==================== design 1
### config.mk
export PLATFORM = sky130hd
export DESIGN_NAME = stream_fifo_flat
export DESIGN_NICKNAME = d
export VERILOG_FILES = /design/src/rtl/stream_pkg.sv /design/src/rtl/stream_fifo_if.sv /design/src/rtl/stream_fifo.sv /design/src/flat_wrapper.sv
export SDC_FILE = /design/constraint.sdc
export NUM_CORES = 1
export LEC_CHECK = 0
export CAP_MARGIN = 20
export CORE_MARGIN = 2
export CORE_UTILIZATION = 60
export DETAILED_ROUTE_END_ITERATION = 8
export GPL_TIMING_DRIVEN = 0
export PLACE_DENSITY = 0.85
export SETUP_SLACK_MARGIN = 0.5
export SYNTH_ARGS = -nofsm -noshare
export SYNTH_HDL_FRONTEND = slang
export SYNTH_SLANG_ARGS = --single-unit
export TNS_END_PERCENT = 20
### constraint.sdc
create_clock -name clk -period 3.9 [get_ports clk]
set_clock_uncertainty 0.1 [all_clocks]
set_input_delay 0.585 -clock clk [delete_from_list [all_inputs] [get_ports clk]]
set_output_delay 0.585 -clock clk [all_outputs]
set_load 0.05 [all_outputs]
### src/rtl/stream_pkg.sv
// Purpose: shared helpers for the stream FIFO (count width, pointer width, pointer wrap).
// Latency: n/a, constant functions only.
// Backpressure: n/a.
package stream_pkg;

  // Bits needed to hold the value n (occupancy can reach DEPTH itself).
  function automatic int clog2p1(input int n);
    return $clog2(n + 1);
  endfunction

  // Bits needed to address depth entries; never less than one bit.
  function automatic int ptr_width(input int depth);
    return (depth <= 2) ? 1 : $clog2(depth);
  endfunction

  // Advance a ring pointer, wrapping from depth-1 back to 0 (depth need not be a power of two).
  function automatic int next_ptr(input int ptr, input int depth);
    return (ptr >= depth - 1) ? 0 : ptr + 1;
  endfunction

endpackage

### src/rtl/stream_fifo_if.sv
// Purpose: handshake/data bundle between a producer/consumer pair and stream_fifo.
// Latency: n/a, wires only.
// Backpressure: ready_out toward the producer, ready_in from the consumer.
// Ports: flush, data_in/valid_in/ready_out (write side),
//        data_out/valid_out/ready_in (read side), count, almost_full (status).
interface stream_fifo_if import stream_pkg::*; #(
  parameter int WIDTH = 16,
  parameter int DEPTH = 4
) ();
  localparam int CW = clog2p1(DEPTH);

  logic             flush;
  logic [WIDTH-1:0] data_in;
  logic             valid_in;
  logic             ready_out;
  logic [WIDTH-1:0] data_out;
  logic             valid_out;
  logic             ready_in;
  logic [CW-1:0]    count;
  logic             almost_full;

  // Environment side: drives writes, read-acceptance and flush.
  modport master (
    output flush, data_in, valid_in, ready_in,
    input  ready_out, data_out, valid_out, count, almost_full
  );

  // FIFO side.
  modport slave (
    input  flush, data_in, valid_in, ready_in,
    output ready_out, data_out, valid_out, count, almost_full
  );
endinterface

### src/rtl/stream_fifo.sv
// Purpose: DEPTH x WIDTH first-word-fall-through valid/ready buffer with occupancy, almost-full and flush.
// Latency: 1 cycle from push to data_out/valid_out; push and pop in the same cycle sustain full rate.
// Backpressure: ready_out = not full, from registered state only (no path from ready_in); full+pop refuses the push.
// Ports: clk, rst (async, active-high), bus (stream_fifo_if.slave, see interface file).
module stream_fifo import stream_pkg::*; #(
  parameter int WIDTH     = 16,
  parameter int DEPTH     = 4,
  parameter int AFULL_LVL = DEPTH - 1
) (
  input  logic         clk,
  input  logic         rst,
  stream_fifo_if.slave bus
);
  localparam int CW = clog2p1(DEPTH);
  localparam int PW = ptr_width(DEPTH);

  logic [WIDTH-1:0] mem_q [DEPTH];
  logic [WIDTH-1:0] mem_d [DEPTH];
  logic [PW-1:0]    wr_ptr_q, wr_ptr_d;
  logic [PW-1:0]    rd_ptr_q, rd_ptr_d;
  logic [CW-1:0]    count_q, count_d;

  logic push;
  logic pop;
  logic full;
  logic empty;

  assign full  = (count_q == CW'(DEPTH));
  assign empty = (count_q == '0);

  assign push = bus.valid_in && !full;
  assign pop  = !empty && bus.ready_in;

  assign bus.ready_out   = !full;
  assign bus.valid_out   = !empty;
  assign bus.data_out    = mem_q[rd_ptr_q];
  assign bus.count       = count_q;
  assign bus.almost_full = (count_q >= CW'(AFULL_LVL));

  always_comb begin
    mem_d    = mem_q;
    wr_ptr_d = wr_ptr_q;
    rd_ptr_d = rd_ptr_q;
    count_d  = count_q;

    // Flush wins over any same-cycle transfer; the offered word is dropped
    // even though the producer sees its handshake complete. Storage keeps
    // stale words, which are unreachable once count is 0.
    if (bus.flush) begin
      wr_ptr_d = '0;
      rd_ptr_d = '0;
      count_d  = '0;
    end else begin
      if (push) begin
        mem_d[wr_ptr_q] = bus.data_in;
        wr_ptr_d        = PW'(next_ptr(int'(wr_ptr_q), DEPTH));
      end
      if (pop) begin
        rd_ptr_d = PW'(next_ptr(int'(rd_ptr_q), DEPTH));
      end
      case ({push, pop})
        2'b10:   count_d = count_q + CW'(1);
        2'b01:   count_d = count_q - CW'(1);
        default: count_d = count_q;
      endcase
    end
  end

  always_ff @(posedge clk or posedge rst) begin
    if (rst) begin
      for (int i = 0; i < DEPTH; i++) begin
        mem_q[i] <= '0;
      end
      wr_ptr_q <= '0;
      rd_ptr_q <= '0;
      count_q  <= '0;
    end else begin
      mem_q    <= mem_d;
      wr_ptr_q <= wr_ptr_d;
      rd_ptr_q <= rd_ptr_d;
      count_q  <= count_d;
    end
  end

endmodule

### src/flat_wrapper.sv
// flat-port wrapper written by rule: the top's interface ports become plain ports
module stream_fifo_flat import stream_pkg::*;
#(
  parameter int WIDTH     = 16,
  parameter int DEPTH     = 4,
  parameter int AFULL_LVL = DEPTH - 1
)
  (clk, rst, bus_flush, bus_data_in, bus_valid_in, bus_ready_in, bus_ready_out, bus_data_out, bus_valid_out, bus_count, bus_almost_full);
  stream_fifo_if #(.WIDTH(WIDTH), .DEPTH(DEPTH)) bus_i ();
  input  logic clk;
  input  logic rst;
  input wire logic [$bits(bus_i.flush)-1:0] bus_flush;
  input wire logic [$bits(bus_i.data_in)-1:0] bus_data_in;
  input wire logic [$bits(bus_i.valid_in)-1:0] bus_valid_in;
  input wire logic [$bits(bus_i.ready_in)-1:0] bus_ready_in;
  output wire logic [$bits(bus_i.ready_out)-1:0] bus_ready_out;
  output wire logic [$bits(bus_i.data_out)-1:0] bus_data_out;
  output wire logic [$bits(bus_i.valid_out)-1:0] bus_valid_out;
  output wire logic [$bits(bus_i.count)-1:0] bus_count;
  output wire logic [$bits(bus_i.almost_full)-1:0] bus_almost_full;
  assign bus_i.flush = bus_flush;
  assign bus_i.data_in = bus_data_in;
  assign bus_i.valid_in = bus_valid_in;
  assign bus_i.ready_in = bus_ready_in;
  assign bus_ready_out = bus_i.ready_out;
  assign bus_data_out = bus_i.data_out;
  assign bus_valid_out = bus_i.valid_out;
  assign bus_count = bus_i.count;
  assign bus_almost_full = bus_i.almost_full;
  stream_fifo #(.WIDTH(WIDTH), .DEPTH(DEPTH), .AFULL_LVL(AFULL_LVL)) u_core (.clk(clk), .rst(rst), .bus(bus_i));
endmodule
==================== design 2
## src/rtl/axis_gap_framer.sv

```systemverilog
// AXIS packet rebuilder: closes a packet after an idle gap on a raw
// valid/data stream, buffering reconstructed beats in an output FIFO.
module axis_gap_framer #(
  parameter int AXIS_BYTES = 1,
  parameter int GAP_CYCLES = 1,
  parameter int MAX_BEATS  = 0,
  parameter int FIFO_DEPTH = 16
) (
  input  logic                    clk,
  input  logic                    sreset,
  input  logic                    axis_i_tvalid,
  input  logic [AXIS_BYTES*8-1:0] axis_i_tdata,
  input  logic                    axis_o_tready,
  output logic                    axis_o_tvalid,
  output logic                    axis_o_tlast,
  output logic [AXIS_BYTES*8-1:0] axis_o_tdata,
  output logic                    overflow
);

  localparam int DW = AXIS_BYTES * 8;
  localparam int AW = $clog2(FIFO_DEPTH);
  localparam int CW = (MAX_BEATS > 0) ? $clog2(MAX_BEATS + 1) : 1;
  localparam int IW = $clog2(GAP_CYCLES + 1);
  localparam logic [AW:0] DEPTH_C = (AW+1)'(FIFO_DEPTH);
  localparam logic [IW-1:0] GAP_END = IW'(GAP_CYCLES - 1);

  typedef enum logic {EMPTY, PENDING} state_t;

  state_t        state;
  logic [DW-1:0] hold;
  logic [IW-1:0] idle_ctr;
  logic [CW-1:0] bcnt;

  logic [DW:0]   mem [FIFO_DEPTH];
  logic [AW-1:0] wr_ptr;
  logic [AW-1:0] rd_ptr;
  logic [AW:0]   count;
  logic          ovf_q;

  logic gap_hit;
  logic max_hit;
  logic push;
  logic push_last;
  logic pop;
  logic full;
  logic wr_en;

  // Decide whether the pending beat leaves this cycle and how it is flagged
  always_comb begin
    gap_hit   = (state == PENDING) && !axis_i_tvalid
                && (idle_ctr == GAP_END);
    max_hit   = (MAX_BEATS != 0) && (int'(bcnt) == MAX_BEATS - 1);
    push      = (state == PENDING) && (axis_i_tvalid || gap_hit);
    push_last = gap_hit || max_hit;
    pop       = axis_o_tvalid && axis_o_tready;
    full      = (count == DEPTH_C);
    wr_en     = push && (!full || pop);
  end

  assign axis_o_tvalid = !sreset && (count != '0);
  assign axis_o_tlast  = axis_o_tvalid && mem[rd_ptr][DW];
  assign axis_o_tdata  = mem[rd_ptr][DW-1:0];
  assign overflow      = ovf_q && !sreset;

  // Holding-register FSM, idle-gap timer and per-packet beat counter
  always_ff @(posedge clk) begin
    if (sreset) begin
      state    <= EMPTY;
      idle_ctr <= '0;
      bcnt     <= '0;
    end else begin
      unique case (state)
        EMPTY: begin
          if (axis_i_tvalid) begin
            hold     <= axis_i_tdata;
            idle_ctr <= '0;
            state    <= PENDING;
          end
        end
        PENDING: begin
          if (axis_i_tvalid) begin
            hold     <= axis_i_tdata;
            idle_ctr <= '0;
          end else if (gap_hit) begin
            state <= EMPTY;
          end else begin
            idle_ctr <= idle_ctr + IW'(1);
          end
        end
      endcase
      // dropped pushes still count toward the packet length
      if (push) begin
        if (push_last)
          bcnt <= '0;
        else if (MAX_BEATS != 0)
          bcnt <= bcnt + CW'(1);
      end
    end
  end

  // FIFO pointers, occupancy and sticky overflow flag
  always_ff @(posedge clk) begin
    if (sreset) begin
      wr_ptr <= '0;
      rd_ptr <= '0;
      count  <= '0;
      ovf_q  <= 1'b0;
    end else begin
      if (wr_en)
        wr_ptr <= wr_ptr + AW'(1);
      if (pop)
        rd_ptr <= rd_ptr + AW'(1);
      if (wr_en && !pop)
        count <= count + (AW+1)'(1);
      else if (!wr_en && pop)
        count <= count - (AW+1)'(1);
      if (push && full && !pop)
        ovf_q <= 1'b1;
    end
  end

  // FIFO storage; the full-with-pop case rewrites the slot being read out
  always_ff @(posedge clk) begin
    if (wr_en)
      mem[wr_ptr] <= {push_last, hold};
  end

endmodule
```

## config.mk

```make
export PLATFORM = sky130hd
export DESIGN_NAME = axis_gap_framer
export DESIGN_NICKNAME = d
export VERILOG_FILES = /design/src/rtl/axis_gap_framer.sv
export SDC_FILE = /design/constraint.sdc
export NUM_CORES = 1
export LEC_CHECK = 0
export ABC_CLOCK_PERIOD_IN_PS = 4900
export CORE_ASPECT_RATIO = 1.2
export CORE_MARGIN = 1.5
export CORE_UTILIZATION = 30
export CTS_CLUSTER_SIZE = 14
export DETAILED_ROUTE_END_ITERATION = 16
export PLACE_DENSITY_LB_ADDON = 0.08
export SYNTH_ARGS = -nofsm -noshare
export SYNTH_HDL_FRONTEND = slang
export SYNTH_SLANG_ARGS = --single-unit
export TNS_END_PERCENT = 50
```

## constraint.sdc

```tcl
create_clock -name clk -period 4.9 [get_ports clk]
set_input_delay 1.47 -clock clk [delete_from_list [all_inputs] [get_ports clk]]
set_output_delay 1.47 -clock clk [all_outputs]
set_load 0.02 [all_outputs]
```

==================== design 3
**src/rtl/pipe_reg_chain.sv**
```systemverilog
// -----------------------------------------------------------------------------
// pipe_reg_chain
// -----------------------------------------------------------------------------
// Parametrised chain of pipeline registers. It replaces the hand-written
// per-boundary IF/ID, ID/EX style flip-flop modules in the datapath.
//
// Each stage holds a valid bit, a control field and a data field. The hazard
// unit drives a per-stage stall and a per-stage flush:
//   - A stall on stage i freezes stage i and every stage upstream of it.
//   - A flush on stage i clears that stage at the next edge. Flush wins
//     over a freeze.
//   - The first non-frozen stage directly downstream of a frozen stage loads
//     a bubble, so the frozen instruction is not duplicated (load-use bubble).
// A bubble always carries an all-zero control field. Downstream logic can
// therefore never act on a squashed or empty slot, whatever its valid bit
// reads.
//
// Two saturating 16-bit counters support CPI measurement:
//   - stall_cnt  : edges on which any stall bit was set.
//   - bubble_cnt : edges on which the last stage held no valid instruction.
//
// Parameters
//   WIDTH   data field width (PC+4, operands, immediate, packed by the user)
//   CTRL_W  control field width (zeroed in every bubble)
//   STAGES  number of register stages, legal range 1..8
//
// Ports
//   clk          rising-edge clock
//   rst          synchronous reset, active-low
//   in_valid     input slot holds a real instruction
//   in_ctrl      control bits entering stage 0
//   in_data      data bits entering stage 0
//   in_ready     stage 0 loads this cycle (combinational, = ~hold[0])
//   stall        per-stage stall, bit i freezes stage i and all upstream
//   flush        per-stage flush, bit i clears stage i at the next edge
//   out_valid    valid bit of the last stage (registered)
//   out_ctrl     control field of the last stage (registered)
//   out_data     data field of the last stage (registered)
//   stage_valid  valid bits of all stages, bit 0 = first stage (registered)
//   stall_cnt    saturating count of stalled edges (registered)
//   bubble_cnt   saturating count of edges with out_valid = 0 (registered)
// -----------------------------------------------------------------------------
module pipe_reg_chain #(
   parameter int WIDTH  = 32,
   parameter int CTRL_W = 10,
   parameter int STAGES = 2
) (
   input  logic              clk,
   input  logic              rst,
   input  logic              in_valid,
   input  logic [CTRL_W-1:0] in_ctrl,
   input  logic [WIDTH-1:0]  in_data,
   output logic              in_ready,
   input  logic [STAGES-1:0] stall,
   input  logic [STAGES-1:0] flush,
   output logic              out_valid,
   output logic [CTRL_W-1:0] out_ctrl,
   output logic [WIDTH-1:0]  out_data,
   output logic [STAGES-1:0] stage_valid,
   output logic [15:0]       stall_cnt,
   output logic [15:0]       bubble_cnt
);

   localparam logic [15:0] CNT_MAX = 16'hFFFF;

   // Saturating increment shared by both performance counters.
   function automatic logic [15:0] sat_inc(input logic [15:0] value,
                                           input logic        enable);
      logic [15:0] result;
      if (enable && (value != CNT_MAX)) begin
         result = value + 16'd1;
      end else begin
         result = value;
      end
      return result;
   endfunction

   // ---------------------------------------------------------------------
   // Stage storage and next-state
   // ---------------------------------------------------------------------
   logic [STAGES-1:0]             valid_r;
   logic [STAGES-1:0][CTRL_W-1:0] ctrl_r;
   logic [STAGES-1:0][WIDTH-1:0]  data_r;

   logic [STAGES-1:0]             valid_nx_s;
   logic [STAGES-1:0][CTRL_W-1:0] ctrl_nx_s;
   logic [STAGES-1:0][WIDTH-1:0]  data_nx_s;

   // hold_s[i] is set when stage i or any stage downstream of it is stalled.
   logic [STAGES-1:0]             hold_s;

   logic [15:0] stall_cnt_r;
   logic [15:0] bubble_cnt_r;
   logic [15:0] stall_cnt_nx_s;
   logic [15:0] bubble_cnt_nx_s;

   // Hold propagation: sweep from the last stage back toward stage 0. An
   // accumulator is used so the vector never depends on itself.
   always_comb begin
      logic hold_acc_s;
      hold_acc_s = 1'b0;
      hold_s     = {STAGES{1'b0}};
      for (int i = STAGES - 1; i >= 0; i--) begin
         hold_acc_s = hold_acc_s | stall[i];
         hold_s[i]  = hold_acc_s;
      end
   end

   // Stage 0 loads exactly when nothing anywhere in the chain is stalled.
   assign in_ready = ~hold_s[0];

   genvar g;
   for (g = 0; g < STAGES; g++) begin : g_stage
      logic              src_valid_s;
      logic [CTRL_W-1:0] src_ctrl_s;
      logic [WIDTH-1:0]  src_data_s;
      logic              up_hold_s;
      logic              stg_valid_nx_s;
      logic [CTRL_W-1:0] stg_ctrl_nx_s;
      logic [WIDTH-1:0]  stg_data_nx_s;

      if (g == 0) begin : g_head
         // The input slot is the source. An invalid input never carries
         // live control bits. Data is captured unconditionally.
         assign src_valid_s = in_valid;
         assign src_ctrl_s  = in_valid ? in_ctrl : {CTRL_W{1'b0}};
         assign src_data_s  = in_data;
         // Stage 0 has no upstream register, so it never loads a bubble.
         assign up_hold_s   = 1'b0;
      end else begin : g_body
         assign src_valid_s = valid_r[g-1];
         assign src_ctrl_s  = ctrl_r[g-1];
         assign src_data_s  = data_r[g-1];
         assign up_hold_s   = hold_s[g-1];
      end

      // Per-stage priority: flush, then hold, then bubble behind a frozen
      // upstream stage, then a normal load from the upstream source.
      always_comb begin
         stg_valid_nx_s = valid_r[g];
         stg_ctrl_nx_s  = ctrl_r[g];
         stg_data_nx_s  = data_r[g];
         if (flush[g]) begin
            stg_valid_nx_s = 1'b0;
            stg_ctrl_nx_s  = {CTRL_W{1'b0}};
            stg_data_nx_s  = {WIDTH{1'b0}};
         end else if (hold_s[g]) begin
            stg_valid_nx_s = valid_r[g];
            stg_ctrl_nx_s  = ctrl_r[g];
            stg_data_nx_s  = data_r[g];
         end else if (up_hold_s) begin
            stg_valid_nx_s = 1'b0;
            stg_ctrl_nx_s  = {CTRL_W{1'b0}};
            stg_data_nx_s  = {WIDTH{1'b0}};
         end else begin
            stg_valid_nx_s = src_valid_s;
            stg_ctrl_nx_s  = src_ctrl_s;
            stg_data_nx_s  = src_data_s;
         end
      end

      assign valid_nx_s[g] = stg_valid_nx_s;
      assign ctrl_nx_s[g]  = stg_ctrl_nx_s;
      assign data_nx_s[g]  = stg_data_nx_s;
   end

   // Counter next-state. The bubble count samples the last stage as it
   // stands before the edge, which is what out_valid currently shows.
   always_comb begin
      stall_cnt_nx_s  = sat_inc(stall_cnt_r, |stall);
      bubble_cnt_nx_s = sat_inc(bubble_cnt_r, ~valid_r[STAGES-1]);
   end

   // Stage registers and counters. Reset clears everything and overrides
   // stall and flush.
   always_ff @(posedge clk) begin
      if (!rst) begin
         valid_r      <= {STAGES{1'b0}};
         ctrl_r       <= {(STAGES*CTRL_W){1'b0}};
         data_r       <= {(STAGES*WIDTH){1'b0}};
         stall_cnt_r  <= 16'h0000;
         bubble_cnt_r <= 16'h0000;
      end else begin
         valid_r      <= valid_nx_s;
         ctrl_r       <= ctrl_nx_s;
         data_r       <= data_nx_s;
         stall_cnt_r  <= stall_cnt_nx_s;
         bubble_cnt_r <= bubble_cnt_nx_s;
      end
   end

   // ---------------------------------------------------------------------
   // Outputs: straight from registers, so stall and flush never reach
   // out_* combinationally.
   // ---------------------------------------------------------------------
   assign out_valid   = valid_r[STAGES-1];
   assign out_ctrl    = ctrl_r[STAGES-1];
   assign out_data    = data_r[STAGES-1];
   assign stage_valid = valid_r;
   assign stall_cnt   = stall_cnt_r;
   assign bubble_cnt  = bubble_cnt_r;

endmodule

```
**config.mk**
```make
export PLATFORM = sky130hd
export DESIGN_NAME = pipe_reg_chain
export DESIGN_NICKNAME = d
export VERILOG_FILES = /design/src/rtl/pipe_reg_chain.sv
export SDC_FILE = /design/constraint.sdc
export NUM_CORES = 1
export LEC_CHECK = 0
export CAP_MARGIN = 20
export CORE_ASPECT_RATIO = 1.5
export CORE_UTILIZATION = 43
export DETAILED_ROUTE_END_ITERATION = 6
export PLACE_DENSITY = 0.76
export SLEW_MARGIN = 10
export SYNTH_ARGS = -nofsm -noshare
export SYNTH_HDL_FRONTEND = slang
export SYNTH_SLANG_ARGS = --single-unit
```
**constraint.sdc**
```tcl
create_clock -name clk -period 2.15 [get_ports clk]
set_input_delay 0.5375 -clock clk [delete_from_list [all_inputs] [get_ports clk]]
set_output_delay 0.5375 -clock clk [all_outputs]
set_load 0.01 [all_outputs]
```

## Gallery

Layout detail.
image #1
Bar = 10 µm. Window x 8 to 33, y 8 to 33 µm. Cells in gray, sequential cells in the stronger gray; small squares are vias.
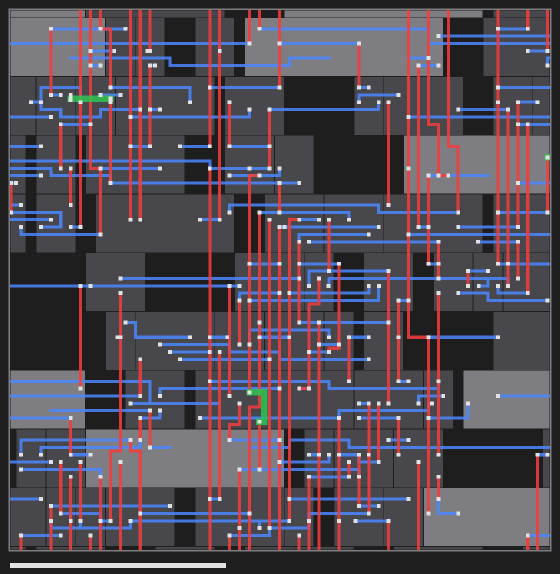
image #2
Bar = 10 µm. Window x 9 to 34, y 20 to 45 µm. Cells in gray, sequential cells in the stronger gray; small squares are vias.
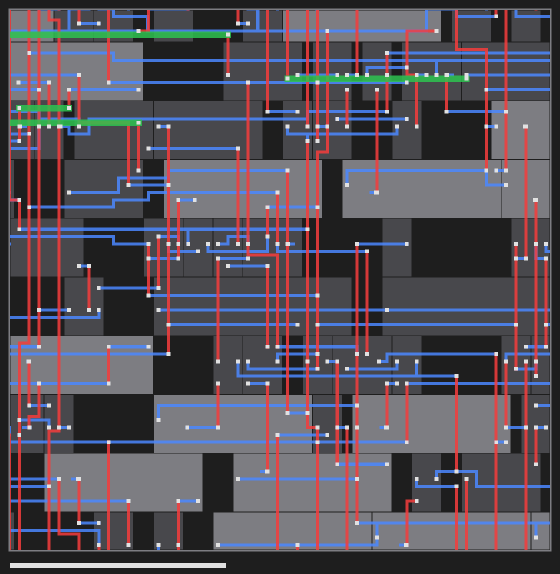
image #3
Bar = 10 µm. Window x 22 to 47, y 29 to 54 µm. Cells in gray, sequential cells in the stronger gray; small squares are vias.
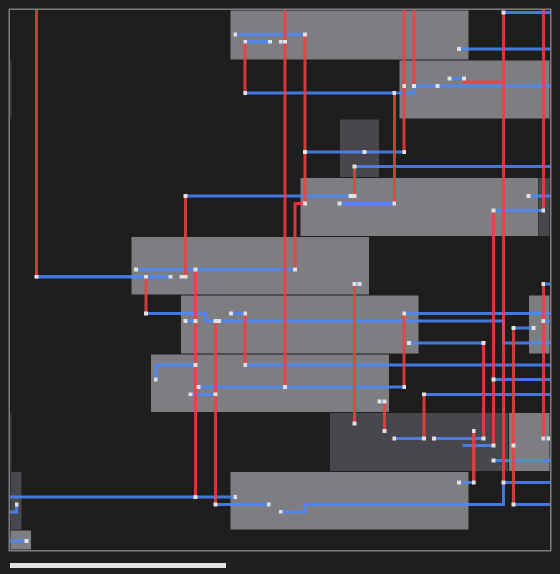
- smallest die: image #1
- largest die: image #3
| from | picture |
|---|---|
| design 3 | image #2 |
| design 2 | image #3 |
| design 1 | image #1 |

Key to image #3:
layer	color
metal 1	blue
metal 2	red
cells with their middle in the window	9
netlist names of flops here include	`mem` (7)
most frequent	edfxtp_1 (7), mux4_2 (1), clkinv_2 (1)
sequential cells in the window	7

### Register map, names as in the netlist, design 3

Bar = 20 µm.
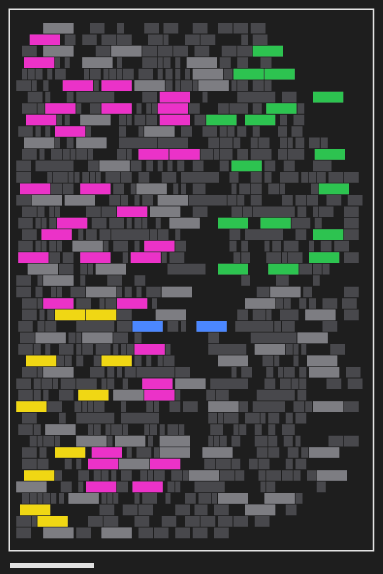
name in the netlist	color	flops
`stall_cnt`	green	16
`g_stage.src_data_s`	magenta	32
`g_stage.src_ctrl_s`	yellow	10
`stage_valid`	blue	2

### Congestion heat map, design 3

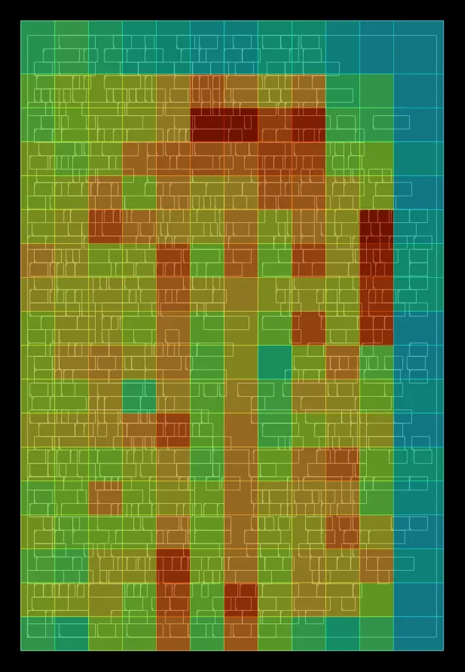
share of the core filled with cells in the final layout: 64.7%
GR Layer Usage met2: 38.1%

==> run notes, design 3 <==
Figures from the flow reports.

Clock network:
- The run gives the post-CTS setup-driven buffer insertion count as 0.
- In the CTS report, the clock slew at the register clock pins of the worst setup and hold paths is listed as 60 ps.
- The run puts the CTS sink count at 118.
- TritonCTS built the clock tree.

Final layout:
- The run gives the layout net count as 705.
- The run gives the highest-count logic cell in the final layout as sky130_fd_sc_hd__clkdlybuf4s50_1.
- The run puts the sequential cell area share at 35.8%.
- The run puts the count of filler cells inserted in the layout at 869.
- The run puts the relative area of clock buffers and inverters in the final design at 8.52%.

Outcome:
- The flow ran to the end, and the final reports show no timing, DRC or antenna violations.

Final timing:
- The run gives the final count of pins violating max slew as 0.

Routing:
- The run gives the number of nets still failing antenna checks after routing as 0.

Place:
- The run gives the placed wire-length estimate after detailed placement as 7.90 mm.

Synth:
- The run gives the parity-gate share of the synthesized area counting xor and xnor cells as 0.384%.
- The run gives the main flop type as sky130_fd_sc_hd__dfxtp_1.
- The run gives the post-synthesis adder-cell area fraction as 0.549%.
- The run gives the area share of and-or/or-and cells after synthesis as 18.7%.

Worst setup path:
- The run gives the start of the worst register-to-register path as stall_cnt[13].
- The timing report attributes the biggest portion of critical-path delay to buffers and inverters.
- The worst setup path is launched from a register.
## design 3: power by group through the flow
stage	Clock, µW	Sequential, µW	Combinational [µW]
after global placement	0	2280	319
after floorplan	0	2290	144
final	2640	2240	325
after detailed placement	0	2280	325
after global routing	2790	2240	353
after CTS	2690	2240	326
## design 3: flip-flops by register name, indices dropped and copies added, names as in the netlist
register	flops
bubble_cnt	16
g_stage.src_data_s	32
out_ctrl	10
g_stage.src_ctrl_s	10
out_data	32
stall_cnt	16
stage_valid	2
## design 3: kinds of logic (layout without fill, tap and decap cells)
group / Yosys count / after routing
simple gates: 218 / 218
xor+xnor: 2 / 2
fa+ha+maj: 2 / 2
mux: 5 / 5
compound gates: 135 / 135
buf+inv: 41 / 187
flops: 118 / 118
## design 3: metrics by stage
step | utilization [%] | cell area [µm²] | hold WS (ps) | cells | setup WS (ps)
2_1_floorplan | - | 4560 | 432 | 521 | 55.0
3_3_place_gp | 59.3 | 6040 | 438 | 776 | -279
3_5_place_dp | 59.3 | 6040 | 447 | 776 | -278
4_1_cts | 64.8 | 6600 | 455 | 808 | 14.5
5_1_grt | 64.7 | 6600 | 471 | 808 | 14.0
6_report | 64.7 | 6600 | 453 | 808 | 114
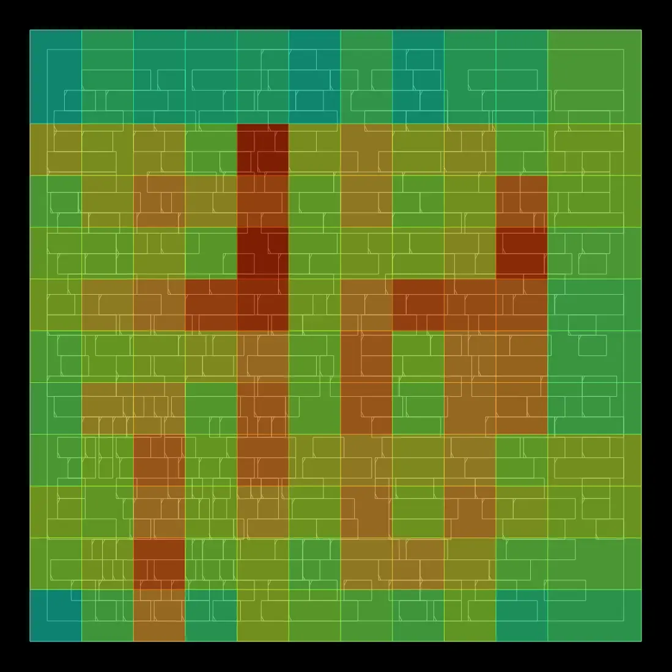
*Congestion heat map, design 1*
busiest layer in global routing: met2
overall fraction of global-route tracks in use: 22.5%

### Register map, names as in the netlist, design 1

Bar = 20 µm.
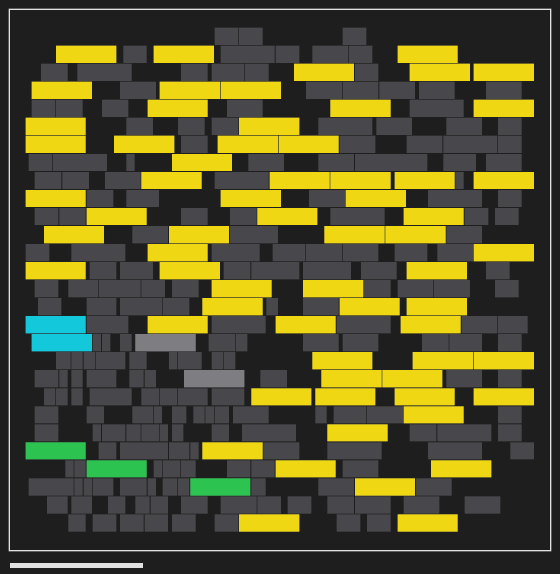
name in the netlist	color	flops
`u_core.bus.count`	green	3
`u_core.wr_ptr_q`	cyan	2
`u_core.mem_q`	yellow	64
not colored	2
share of the core filled with cells in the final layout: 73.5%
fraction of area in registers: 41.3%
FF+latch area: 0.00178 mm²
sequential-cell power consumption: 1080 µW

==> run notes, design 1 <==
Figures from the flow reports.

Clock network:
- The run gives the number of clock buffers inserted by TritonCTS as 9.
- Per the post-CTS timing run, clock transition at the registers of the reported paths is 70 ps.

Final layout:
- The run puts the share of cells above drive strength 1 at 41.1%.
- Across the whole layout, multi-input logic makes up 38.4% of the cell area.
- In the final layout, non-clock buffers account for 13.2% of the cell area.
- The run gives the layout clock buffer count as 11.
- The run puts the relative area of clock buffers and inverters in the final design at 4.16%.
- The run puts the area of all placed cells without fillers at 0.00430 mm².

Synth:
- The run gives the mean instance size in the synthesized netlist as 16.2 µm².
- sky130_fd_sc_hd__dfrtp_1 takes more of the synthesized area than any other cell.
- The run puts the count of flip-flops with a built-in enable after synthesis at 0.

Routing:
- Per the detail_route report, DRC violations left total 0.
- The run gives the vias after detailed routing as 2,023.

Floorplanning:
- The run puts the number of tapcells at 75.
- The run puts the vertical die size at 81.5 µm.

Worst setup path:
- For reference, the critical path is captured by bus_data_out[3].
- The run gives the endpoint class of the critical path as a primary output.

Min path:
- In this run the worst hold path is classified as reg -> reg.
- Counting instances, the worst hold path has a depth of 1.

GRT:
- The run puts the number of global-route vias before repair at 2,067.

Power and ir drop:
- Per the power-grid run, VDD falls by no more than 0.470 mV.

Outcome:
- The flow ran to the end, and the final reports show no timing, DRC or antenna violations.

Final timing:
- Dividing the final minimum period by the clock period gives 84.9%.
- Summed over all failing endpoints, the final setup total negative slack is 0 ps.
design 1: registers in the layout, summed over array words and instances, names as in the netlist:
register / cells
u_core.mem_q: 64
u_core.bus.count: 3
u_core.rd_ptr_q: 2
u_core.wr_ptr_q: 2
design 1: power by group:
part | switching [µW] | leakage (µW) | total, µW | internal [µW]
clock network | 261 | 0.0000892 | 551 | 290
registers | 124 | 0.000898 | 1080 | 953
logic | 497 | 0.00102 | 1020 | 521
total | 882 | 0.00200 | 2650 | 1760
design 1: metal layers:
| layer | track usage [%] | part of all wire (%) | routed length [µm] |
|---|---|---|---|
| met1 | 29.3 | 44 | 2940 |
| met2 | 37.2 | 52 | 3460 |
| met3 | 5.27 | 3.6 | 244 |
| met4 | 8.14 | 0.98 | 66 |
| met5 | 0 | 0 | 0 |
design 1: critical path, stage by stage, from the launching register on:
cell and delay (ps):
sky130_fd_sc_hd__dfrtp_1 360, sky130_fd_sc_hd__buf_2 290, sky130_fd_sc_hd__buf_2 370, sky130_fd_sc_hd__mux4_2 560
sky130_fd_sc_hd__clkdlybuf4s50_1 710
### Congestion heat map, design 2

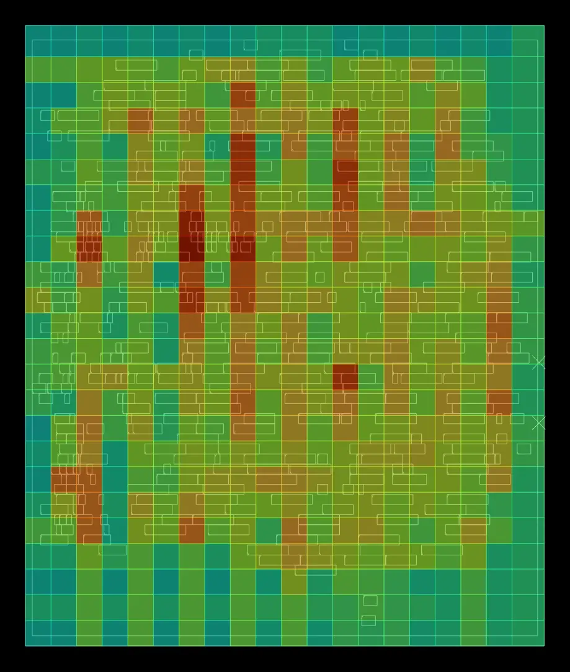
busiest layer in global routing: met2
share of the core filled with cells in the final layout: 36.9%
overall fraction of global-route tracks in use: 13.4%

==> run notes, design 2 <==
Figures from the flow reports.

Place:
- The run puts the total of buffers placed on input and output ports at 22.
- The run puts the post-detailed-placement cell area at 0.00741 mm².

Routing:
- The routed layout has 3,403 vias.
- The run gives the number of remaining DRC errors as 2.

Worst setup path:
- On the worst path, the slowest cell contributes a delay of 640 ps.
- The run puts the worst-case reg-to-reg path depth at 10.
- The run gives the worst-path cell with the longest stage delay as sky130_fd_sc_hd__clkdlybuf4s50_1.
- The run gives the total stage count of the critical path as 4.

Floorplanning:
- According to the floorplan report, the die height is 167 µm.

Final timing:
- The run puts the slew at the pin closest to its max-slew limit at 875 ps.

Final layout:
- More flip-flops sit in one register than any other, and that register is mem.
- The run puts the sequential cell count of the final layout at 172.
- The biggest slice of the area belongs to flip-flops and latches.
- In the final layout, the registers with the most flip-flops are mem: 144 flops, hold: 8 flops, count: 5 flops.

Outcome:
- The checks that failed: DRC.
- The run finished, with violations left.

Clock network:
- The run gives the clock tree from TritonCTS as built.

Min path:
- The run gives the class of the tightest hold or removal check as reg -> reg.

Synth:
- Each instance of the synthesized netlist takes up on average 18.1 µm².

Power and ir drop:
- The run puts the power share of the clock group at 38.8%.
- The run puts the share of total power consumed by net switching at 24.0%.
-- design 2: kinds of logic after synthesis --
family          synth area share (%)
buf+inv                         1.71
xor+xnor                       0.781
simple gates                    5.15
fa+ha+maj                       2.16
compound gates                  4.31
mux                             12.2
flops                           73.7
-- design 2: Yosys cell counts, types with 4 or more instances --
master | instances | area (µm²)
sky130_fd_sc_hd__a21oi_1 | 10 | 50.1
sky130_fd_sc_hd__a22oi_1 | 16 | 120
sky130_fd_sc_hd__buf_1 | 5 | 18.8
sky130_fd_sc_hd__buf_2 | 5 | 25.0
sky130_fd_sc_hd__clkbuf_1 | 7 | 26.3
sky130_fd_sc_hd__dfxtp_1 | 20 | 400
sky130_fd_sc_hd__edfxtp_1 | 152 | 4560
sky130_fd_sc_hd__ha_1 | 10 | 125
sky130_fd_sc_hd__inv_1 | 11 | 41.3
sky130_fd_sc_hd__mux4_2 | 34 | 766
sky130_fd_sc_hd__nand2_1 | 18 | 67.6
sky130_fd_sc_hd__nand3_1 | 6 | 30.0
sky130_fd_sc_hd__nor2_1 | 29 | 109
sky130_fd_sc_hd__nor2b_1 | 4 | 25.0
sky130_fd_sc_hd__nor3_1 | 5 | 25.0
sky130_fd_sc_hd__xor2_1 | 5 | 43.8

==================== design 4
### Selected gate families, design 4

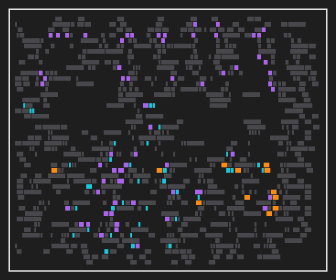

===== src/rtl/if_id_reg.sv =====
// if_id_reg: IF -> D pipeline register.
//
// Captures the fetched instruction and its PC on each rising clock edge.
// Presents them to the D stage together with:
//   - a valid flag,
//   - a branch-delay-slot flag,
//   - a fetch address-error code for CP0.
// Every output comes straight from a flop. No input reaches an output combinationally.
//
// Edge priority: Flush_D > stall (!En_D) > branch-likely annul > normal load.
//
// Optional feature: `BRANCH_LIKELY_EN
//   Defined:   Branch_Annul_D turns a load into a bubble that still carries PC_F.
//   Undefined: Branch_Annul_D is ignored.
//
// Ports:
//   clk             in   1   clock, rising edge
//   reset           in   1   asynchronous, active-high reset
//   En_D            in   1   1 = load from F, 0 = stall (hold every output)
//   Flush_D         in   1   load a bubble (exception / eret)
//   Branch_Annul_D  in   1   annul the delay slot of a not-taken branch-likely
//   Is_Branch_D     in   1   instruction now in D has a delay slot
//   Instr_F         in   32  fetched instruction word
//   PC_F            in   32  fetch PC
//   Instr_D         out  32  instruction to D stage
//   PC_D            out  32  PC of Instr_D
//   PC8_D           out  32  PC_D + 8 (link address)
//   Valid_D         out  1   Instr_D is architecturally live
//   BD_D            out  1   Instr_D sits in a branch delay slot
//   ExcCode_D       out  5   5'd4 = AdEL on fetch, 5'd0 = none
module if_id_reg #(
  parameter logic [31:0] RESET_PC = 32'h0000_3000,
  parameter logic [31:0] TEXT_LO  = 32'h0000_3000,
  parameter logic [31:0] TEXT_HI  = 32'h0000_4FFC,
  parameter logic [31:0] NOP      = 32'h0000_0000
) (
  input  logic        clk,
  input  logic        reset,
  input  logic        En_D,
  input  logic        Flush_D,
  input  logic        Branch_Annul_D,
  input  logic        Is_Branch_D,
  input  logic [31:0] Instr_F,
  input  logic [31:0] PC_F,
  output logic [31:0] Instr_D,
  output logic [31:0] PC_D,
  output logic [31:0] PC8_D,
  output logic        Valid_D,
  output logic        BD_D,
  output logic [4:0]  ExcCode_D
);

  localparam logic [4:0] EXC_NONE = 5'd0;
  localparam logic [4:0] EXC_ADEL = 5'd4;

  logic [31:0] instr_q, instr_d;
  logic [31:0] pc_q, pc_d;
  logic [31:0] pc8_q, pc8_d;
  logic        valid_q, valid_d;
  logic        bd_q, bd_d;
  logic [4:0]  exc_q, exc_d;

  logic [31:0] pc8_f;
  logic        fetch_adel;
  logic        annul;

  // Link address wraps modulo 2^32; the carry out is deliberately dropped.
  assign pc8_f = PC_F + 32'd8;

  // Misaligned or outside the text segment (unsigned compares).
  assign fetch_adel = (PC_F[1:0] != 2'b00) || (PC_F < TEXT_LO) || (PC_F > TEXT_HI);

`ifdef BRANCH_LIKELY_EN
  assign annul = Branch_Annul_D;
`else
  logic unused_branch_annul;
  assign unused_branch_annul = Branch_Annul_D;
  assign annul = 1'b0;
`endif

  always_comb begin
    // Default: hold (stall).
    instr_d = instr_q;
    pc_d    = pc_q;
    pc8_d   = pc8_q;
    valid_d = valid_q;
    bd_d    = bd_q;
    exc_d   = exc_q;

    if (Flush_D) begin
      // Bubble that still records the fetch PC.
      instr_d = NOP;
      pc_d    = PC_F;
      pc8_d   = pc8_f;
      valid_d = 1'b0;
      bd_d    = 1'b0;
      exc_d   = EXC_NONE;
    end else if (En_D) begin
      pc_d  = PC_F;
      pc8_d = pc8_f;
      if (annul) begin
        // Annulled delay slot never executes, so a fetch fault on it is moot.
        instr_d = NOP;
        valid_d = 1'b0;
        bd_d    = 1'b0;
        exc_d   = EXC_NONE;
      end else if (fetch_adel) begin
        // Stay valid so the fault travels down to M with its PC and BD for EPC.
        instr_d = NOP;
        valid_d = 1'b1;
        bd_d    = Is_Branch_D;
        exc_d   = EXC_ADEL;
      end else begin
        instr_d = Instr_F;
        valid_d = 1'b1;
        bd_d    = Is_Branch_D;
        exc_d   = EXC_NONE;
      end
    end
  end

  always_ff @(posedge clk or posedge reset) begin
    if (reset) begin
      instr_q <= NOP;
      pc_q    <= RESET_PC;
      pc8_q   <= RESET_PC + 32'd8;
      valid_q <= 1'b0;
      bd_q    <= 1'b0;
      exc_q   <= EXC_NONE;
    end else begin
      instr_q <= instr_d;
      pc_q    <= pc_d;
      pc8_q   <= pc8_d;
      valid_q <= valid_d;
      bd_q    <= bd_d;
      exc_q   <= exc_d;
    end
  end

  assign Instr_D   = instr_q;
  assign PC_D      = pc_q;
  assign PC8_D     = pc8_q;
  assign Valid_D   = valid_q;
  assign BD_D      = bd_q;
  assign ExcCode_D = exc_q;

endmodule


===== config.mk =====
export PLATFORM = sky130hd
export DESIGN_NAME = if_id_reg
export DESIGN_NICKNAME = d
export VERILOG_FILES = /design/src/rtl/if_id_reg.sv
export SDC_FILE = /design/constraint.sdc
export NUM_CORES = 1
export LEC_CHECK = 0
export CAP_MARGIN = 20
export CORE_AREA = 2 2 157 129
export DETAILED_ROUTE_END_ITERATION = 16
export DIE_AREA = 0 0 159 131
export GPL_TIMING_DRIVEN = 0
export PLACE_DENSITY_LB_ADDON = 0.05
export SLEW_MARGIN = 20
export SYNTH_ARGS = -nofsm -noshare
export SYNTH_HDL_FRONTEND = slang
export SYNTH_SLANG_ARGS = --single-unit

===== constraint.sdc =====
create_clock -name clk -period 6.1 [get_ports clk]
set_clock_uncertainty 0.1 [all_clocks]
set_input_delay 0.61 -clock clk [delete_from_list [all_inputs] [get_ports clk]]
set_output_delay 0.61 -clock clk [all_outputs]
set_load 0.05 [all_outputs]

==================== design 5
File: src/rtl/cpu_types_pkg.sv
// Shared CPU types: machine word, register index, branch encoding and the
// EX/MEM pipeline register bundle, plus small helpers used by the EX/MEM latch.
package cpu_types_pkg;

   localparam int WORD_W = 32;
   localparam int REG_W  = 5;

   typedef logic [WORD_W-1:0] word_t;
   typedef logic [REG_W-1:0]  regbits_t;

   // Branch kind decoded in ID and resolved at the EX/MEM boundary.
   typedef enum logic [1:0] {
      BR_NONE = 2'd0,
      BR_EQ   = 2'd1,
      BR_NE   = 2'd2,
      BR_JMP  = 2'd3
   } branch_t;

   // Sticky halt tracking for the EX/MEM boundary.
   typedef enum logic {
      ST_RUN    = 1'b0,
      ST_HALTED = 1'b1
   } halt_state_t;

   // Everything held in the EX/MEM pipeline register.
   typedef struct packed {
      logic     valid;
      word_t    alu_out;
      word_t    store_data;
      word_t    pc_plus4;
      regbits_t rd;
      logic     regwen;
      logic     memren;
      logic     memwen;
      logic     br_taken;
      word_t    br_target;
      logic     ovf_exc;
      logic     negative;   // kept for future sign-based branches
   } ex_mem_t;

   // A trapping signed op that overflowed becomes an exception.
   function automatic logic overflow_trap(input logic ovf_chk,
                                          input logic overflow_flag);
      return ovf_chk & overflow_flag;
   endfunction

   // Register contents after reset: all clear, redirect points at the boot PC.
   function automatic ex_mem_t ex_mem_reset(input word_t reset_pc);
      ex_mem_t r;
      r           = '0;
      r.br_target = reset_pc;
      return r;
   endfunction

endpackage : cpu_types_pkg

File: src/rtl/branch_resolve.sv
// Combinational branch condition evaluation from ALU flags. Shared with any
// later early-branch logic, so it carries no pipeline state of its own.
module branch_resolve
   import cpu_types_pkg::*;
(
   input  branch_t br_type,
   input  logic    zero_flag,
   input  logic    negative_flag,
   output logic    taken
);

   // The negative flag is wired in now so BLTZ/BGEZ can be added here later.
   logic unused_negative;
   assign unused_negative = negative_flag;

   // Decide whether the branch redirects fetch.
   // NOTE: every output of an always_comb gets a default first so no path
   // through the block leaves it unassigned, which would infer a latch.
   always_comb begin
      taken = 1'b0;
      unique case (br_type)
         BR_NONE: taken = 1'b0;
         BR_EQ:   taken = zero_flag;
         BR_NE:   taken = ~zero_flag;
         BR_JMP:  taken = 1'b1;
         default: taken = 1'b0;
      endcase
   end

endmodule : branch_resolve

File: src/rtl/ex_mem_latch.sv
// EX/MEM pipeline boundary. Registers the ALU result with its control bits,
// resolves conditional branches, squashes side effects of overflowing signed
// ops, and keeps a sticky halt plus a retired-instruction counter.
module ex_mem_latch
   import cpu_types_pkg::*;
#(
   parameter int    CNT_W    = 32,
   parameter word_t RESET_PC = 32'h0000_0000
)(
   input  logic             CLK,
   input  logic             RST,
   input  logic             enable,
   input  logic             flush,
   input  logic             ex_valid,
   input  word_t            alu_out,
   input  logic             zero_flag,
   input  logic             negative_flag,
   input  logic             overflow_flag,
   input  logic             ovf_chk,
   input  branch_t          br_type,
   input  word_t            br_target,
   input  word_t            pc_plus4,
   input  regbits_t         rd,
   input  logic             regwen,
   input  logic             memren,
   input  logic             memwen,
   input  word_t            store_data,
   input  logic             halt,
   output logic             mem_valid,
   output word_t            mem_alu_out,
   output word_t            mem_store_data,
   output word_t            mem_pc_plus4,
   output regbits_t         mem_rd,
   output logic             mem_regwen,
   output logic             mem_memren,
   output logic             mem_memwen,
   output logic             mem_br_taken,
   output word_t            mem_br_target,
   output logic             mem_ovf_exc,
   output logic             mem_halt,
   output logic [CNT_W-1:0] retired_cnt
);

   ex_mem_t          ex_mem_q, ex_mem_d;
   halt_state_t      state_q, state_d;
   logic [CNT_W-1:0] cnt_q, cnt_d;

   logic exc;
   logic cond_taken;

   assign exc = overflow_trap(ovf_chk, overflow_flag);

   branch_resolve u_branch_resolve (
      .br_type       (br_type),
      .zero_flag     (zero_flag),
      .negative_flag (negative_flag),
      .taken         (cond_taken)
   );

   // Next pipeline contents, counter and halt state; priority is
   // halted > flush > stall > capture.
   always_comb begin
      ex_mem_d = ex_mem_q;
      cnt_d    = cnt_q;
      state_d  = state_q;

      if (state_q == ST_HALTED || flush) begin
         ex_mem_d = '0;
      end else if (enable) begin
         if (ex_valid) begin
            ex_mem_d.valid      = 1'b1;
            ex_mem_d.alu_out    = alu_out;
            ex_mem_d.store_data = store_data;
            ex_mem_d.pc_plus4   = pc_plus4;
            ex_mem_d.rd         = rd;
            ex_mem_d.regwen     = regwen & ~exc;
            ex_mem_d.memren     = memren & ~exc;
            ex_mem_d.memwen     = memwen & ~exc;
            ex_mem_d.br_taken   = cond_taken & ~exc;
            ex_mem_d.br_target  = br_target;
            ex_mem_d.ovf_exc    = exc;
            ex_mem_d.negative   = negative_flag;
            if (!exc) begin
               cnt_d = cnt_q + CNT_W'(1);
               if (halt) begin
                  state_d = ST_HALTED;
               end
            end
         end else begin
            ex_mem_d = '0;
         end
      end
   end

   // Pipeline register, counter and halt state; reset may arrive mid-stall.
   // NOTE: sequential state uses non-blocking assignments so every flop
   // samples pre-edge values regardless of statement order.
   always_ff @(posedge CLK or posedge RST) begin
      if (RST) begin
         ex_mem_q <= ex_mem_reset(RESET_PC);
         state_q  <= ST_RUN;
         cnt_q    <= '0;
      end else begin
         ex_mem_q <= ex_mem_d;
         state_q  <= state_d;
         cnt_q    <= cnt_d;
      end
   end

   // The negative flag is held in the register for later sign-based branches.
   logic unused_mem_negative;
   assign unused_mem_negative = ex_mem_q.negative;

   assign mem_valid      = ex_mem_q.valid;
   assign mem_alu_out    = ex_mem_q.alu_out;
   assign mem_store_data = ex_mem_q.store_data;
   assign mem_pc_plus4   = ex_mem_q.pc_plus4;
   assign mem_rd         = ex_mem_q.rd;
   assign mem_regwen     = ex_mem_q.regwen;
   assign mem_memren     = ex_mem_q.memren;
   assign mem_memwen     = ex_mem_q.memwen;
   assign mem_br_taken   = ex_mem_q.br_taken;
   assign mem_br_target  = ex_mem_q.br_target;
   assign mem_ovf_exc    = ex_mem_q.ovf_exc;
   assign mem_halt       = (state_q == ST_HALTED);
   assign retired_cnt    = cnt_q;

endmodule : ex_mem_latch
File: config.mk
export PLATFORM = sky130hd
export DESIGN_NAME = ex_mem_latch
export DESIGN_NICKNAME = d
export VERILOG_FILES = /design/src/rtl/cpu_types_pkg.sv /design/src/rtl/branch_resolve.sv /design/src/rtl/ex_mem_latch.sv
export SDC_FILE = /design/constraint.sdc
export NUM_CORES = 1
export LEC_CHECK = 0
export CAP_MARGIN = 20
export CORE_UTILIZATION = 36
export CTS_CLUSTER_SIZE = 8
export DETAILED_ROUTE_END_ITERATION = 8
export PLACE_DENSITY = 0.84
export RECOVER_POWER = 25
export SYNTH_ARGS = -nofsm -noshare
export SYNTH_HDL_FRONTEND = slang
export SYNTH_SLANG_ARGS = --single-unit
File: constraint.sdc
create_clock -name CLK -period 5.4 [get_ports CLK]
set_clock_uncertainty 0.2 [all_clocks]
set_input_delay 0.81 -clock CLK [delete_from_list [all_inputs] [get_ports CLK]]
set_output_delay 0.81 -clock CLK [all_outputs]
set_load 0.02 [all_outputs]
### Layout detail, design 5

Bar = 10 µm. Window x 21 to 46, y 21 to 46 µm. Cells in gray, sequential cells in the stronger gray; small squares are vias.
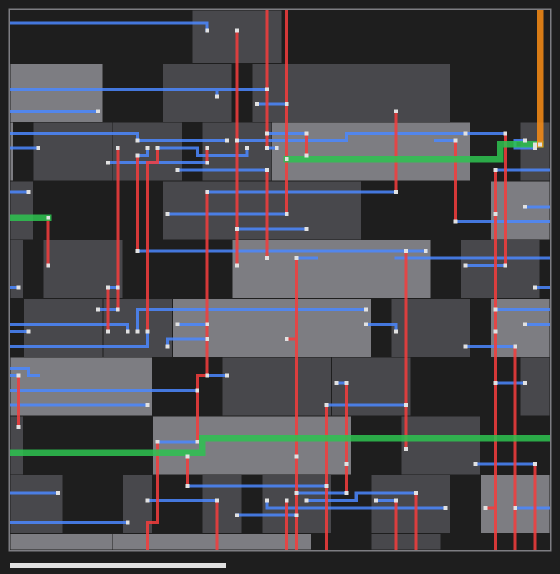
layer	color
metal 1	blue
metal 2	red
metal 4	orange
metal 3	green
sequential cells in the window	5
most frequent	clkdlybuf4s50_1 (9), dfrtp_1 (5), a22o_1 (4)
netlist names of flops here include	`mem_br_target` (4), `mem_alu_out` (1)
cells with their middle in the window	25

==> run notes, design 5 <==
Figures from the flow reports.

Outcome:
- The run finished, with violations left.
- The checks that failed: capacitance limit, slew limit.

Worst setup path:
- Looking at the setup timing report, the critical path kind is in -> async.
- The timing report shows that the slowest cell on the worst path is sky130_fd_sc_hd__clkbuf_1.
- Per STA, the endpoint of the critical path is mem_store_data[1].

Power and ir drop:
- The run gives the power share of the clock group as 39.6%.
- The share of total power dissipated in combinational logic is 13.8%.
- The run gives the power in the clock group as 1180 µW.

Final timing:
- The run puts the post-route worst hold slack at 294 ps.
- The run gives the final count of pins violating max slew as 133.

Floorplanning:
- The run gives the die width as 135 µm.

Synth:
- Of all cell types, the one taking the most synthesized area is sky130_fd_sc_hd__dfrtp_1.
- The run gives the share of the synthesized area in the top cell type as 68.0%.
- The run puts the synthesized netlist net count at 592.

Run:
- The run gives the reported max-cap violation count as 2.

Final layout:
- The post-route utilization of the core is recorded as 59.8%.

Clock network:
- The run puts the H-tree depth reported by CTS at 4.
[design 5: layout make-up]
| class | instances | area [µm²] | share of cell area, % |
|---|---|---|---|
| Multi-Input combinational cell | 238 | 1910 | 18.5 |
| Timing Repair Buffer | 325 | 3230 | 31.3 |
| Tap cell | 225 | 282 | 2.73 |
| Sequential cell | 172 | 4300 | 41.8 |
| Clock inverter | 14 | 126 | 1.23 |
| Clock buffer | 18 | 439 | 4.26 |
| Inverter | 2 | 11.3 | 0.109 |
[design 5: per-layer routing]
layer | vias to the layer above | track usage, % | wire length, µm
met4 | 0 | 6.80 | 263
li1 | 2292 | - | -
met3 | 17 | 6.46 | 1240
met5 | - | 0 | 0
met1 | 2522 | 24.1 | 7310
met2 | 186 | 33.3 | 9170
[design 5: registers in the layout, summed over array words and instances, names as in the netlist, 5 cells and up]
| name | count |
|---|---|
| mem_alu_out | 32 |
| mem_br_target | 32 |
| mem_pc_plus4 | 32 |
| mem_store_data | 32 |
| retired_cnt | 32 |
| mem_rd | 5 |
[design 5: cell families after synthesis]
logic type,after synthesis
xor gates and xnor gates,31
buffers and inverters,33
DFF,172
muxes,2
adders and majority gates,1
and+or+nand+nor,64
AOI/OAI and AO/OA,140
### Register map, names as in the netlist, design 4

Bar = 50 µm.
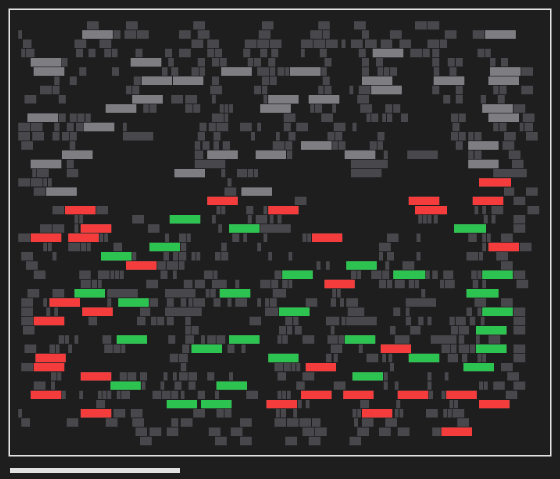
name in the netlist	color	flops
`PC_D`	red	32
`PC8_D`	green	29
not colored	35
share of the core filled with cells in the final layout: 36.6%
FF+latch area: 0.00241 mm²

About 'Selected gate families' of design 4:
family	color	cells	most used
xor and xnor cells	orange	12	xnor2_1
nor cells	cyan	35	nor2_1
and/or cells	purple	61	and2_1

==> run notes, design 4 <==
Figures from the flow reports.

Outcome:
- The run finished with clean final reports.

Final layout:
- For this run, the post-layout net count is 777.
- The run gives the layout clock buffer count as 13.
- The run puts the sequential cell count of the final layout at 96.
- The run puts the share of cells above drive strength 1 at 5.34%.
- The run puts the footprint of the multi-input gates at 0.00209 mm².

Synth:
- The run gives the synthesized instance count as 526.
- Yosys attributes the largest share of cell area to sky130_fd_sc_hd__dfrtp_1 48%, sky130_fd_sc_hd__nand2_1 7.9%, sky130_fd_sc_hd__nand4_1 5.0%.

Final timing:
- Of the available clock period, the critical path in the final layout requires 46.7%.
- The run puts the final hold violation count at 0.
- The run gives the count of final setup violators as 0.

Worst setup path:
- The worst setup path is captured at a register.
- Following the worst setup path forward leads to its endpoint at PC8_D[25].

Power and ir drop:
- The run puts the power in sequential cells at 696 µW.

Routing:
- The run puts the routed metal-1 wire length at 8.14 mm.
==> design 4: layout by cell type (no fill, tap or decap), types with 5 or more instances in the layout <==
cell type / n
sky130_fd_sc_hd__a21oi_1: 32
sky130_fd_sc_hd__and2_1: 35
sky130_fd_sc_hd__nor3_1: 6
sky130_fd_sc_hd__dfrtp_1: 91
sky130_fd_sc_hd__a31oi_1: 12
sky130_fd_sc_hd__nor2_1: 22
sky130_fd_sc_hd__dfstp_2: 5
sky130_fd_sc_hd__o21ai_0: 24
sky130_fd_sc_hd__nand4_1: 38
sky130_fd_sc_hd__or4_1: 10
sky130_fd_sc_hd__buf_4: 8
sky130_fd_sc_hd__clkbuf_1: 37
sky130_fd_sc_hd__inv_1: 7
sky130_fd_sc_hd__nand3_1: 12
sky130_fd_sc_hd__xnor2_1: 9
sky130_fd_sc_hd__nor4_1: 6
sky130_fd_sc_hd__nand2b_1: 32
sky130_fd_sc_hd__nand2_1: 100
sky130_fd_sc_hd__o31ai_1: 6
sky130_fd_sc_hd__clkdlybuf4s50_1: 165
sky130_fd_sc_hd__clkbuf_16: 9

==> gallery <==
Congestion heat map.
Plate I
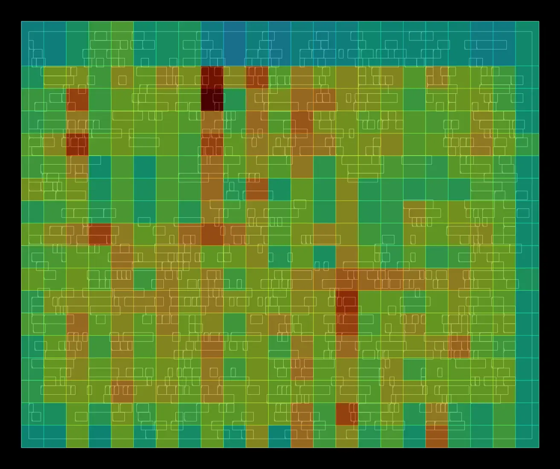
Plate II
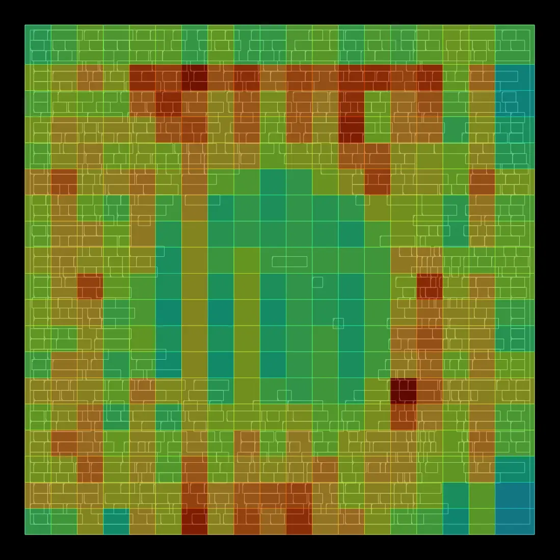
design 4: Plate I
design 5: Plate II



==> notes/layouts.md <==
Pictures saved along the way, in no particular order.

Selected gate families.
picture 1
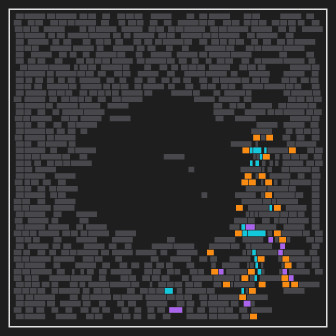
picture 2
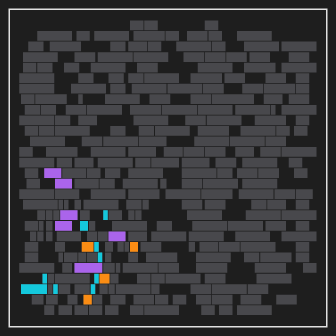
picture 3
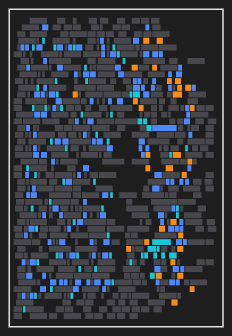
picture 4
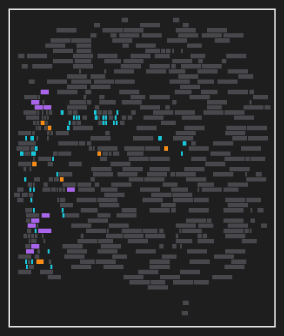
Picture 2 comes from design 1.
Picture 1 comes from design 5.
Picture 4 comes from design 2.
Picture 3 comes from design 3.
- fewest cells: picture 2
- most cells: picture 1

Power figures rest on the tool's default switching activity, not on a simulated workload.
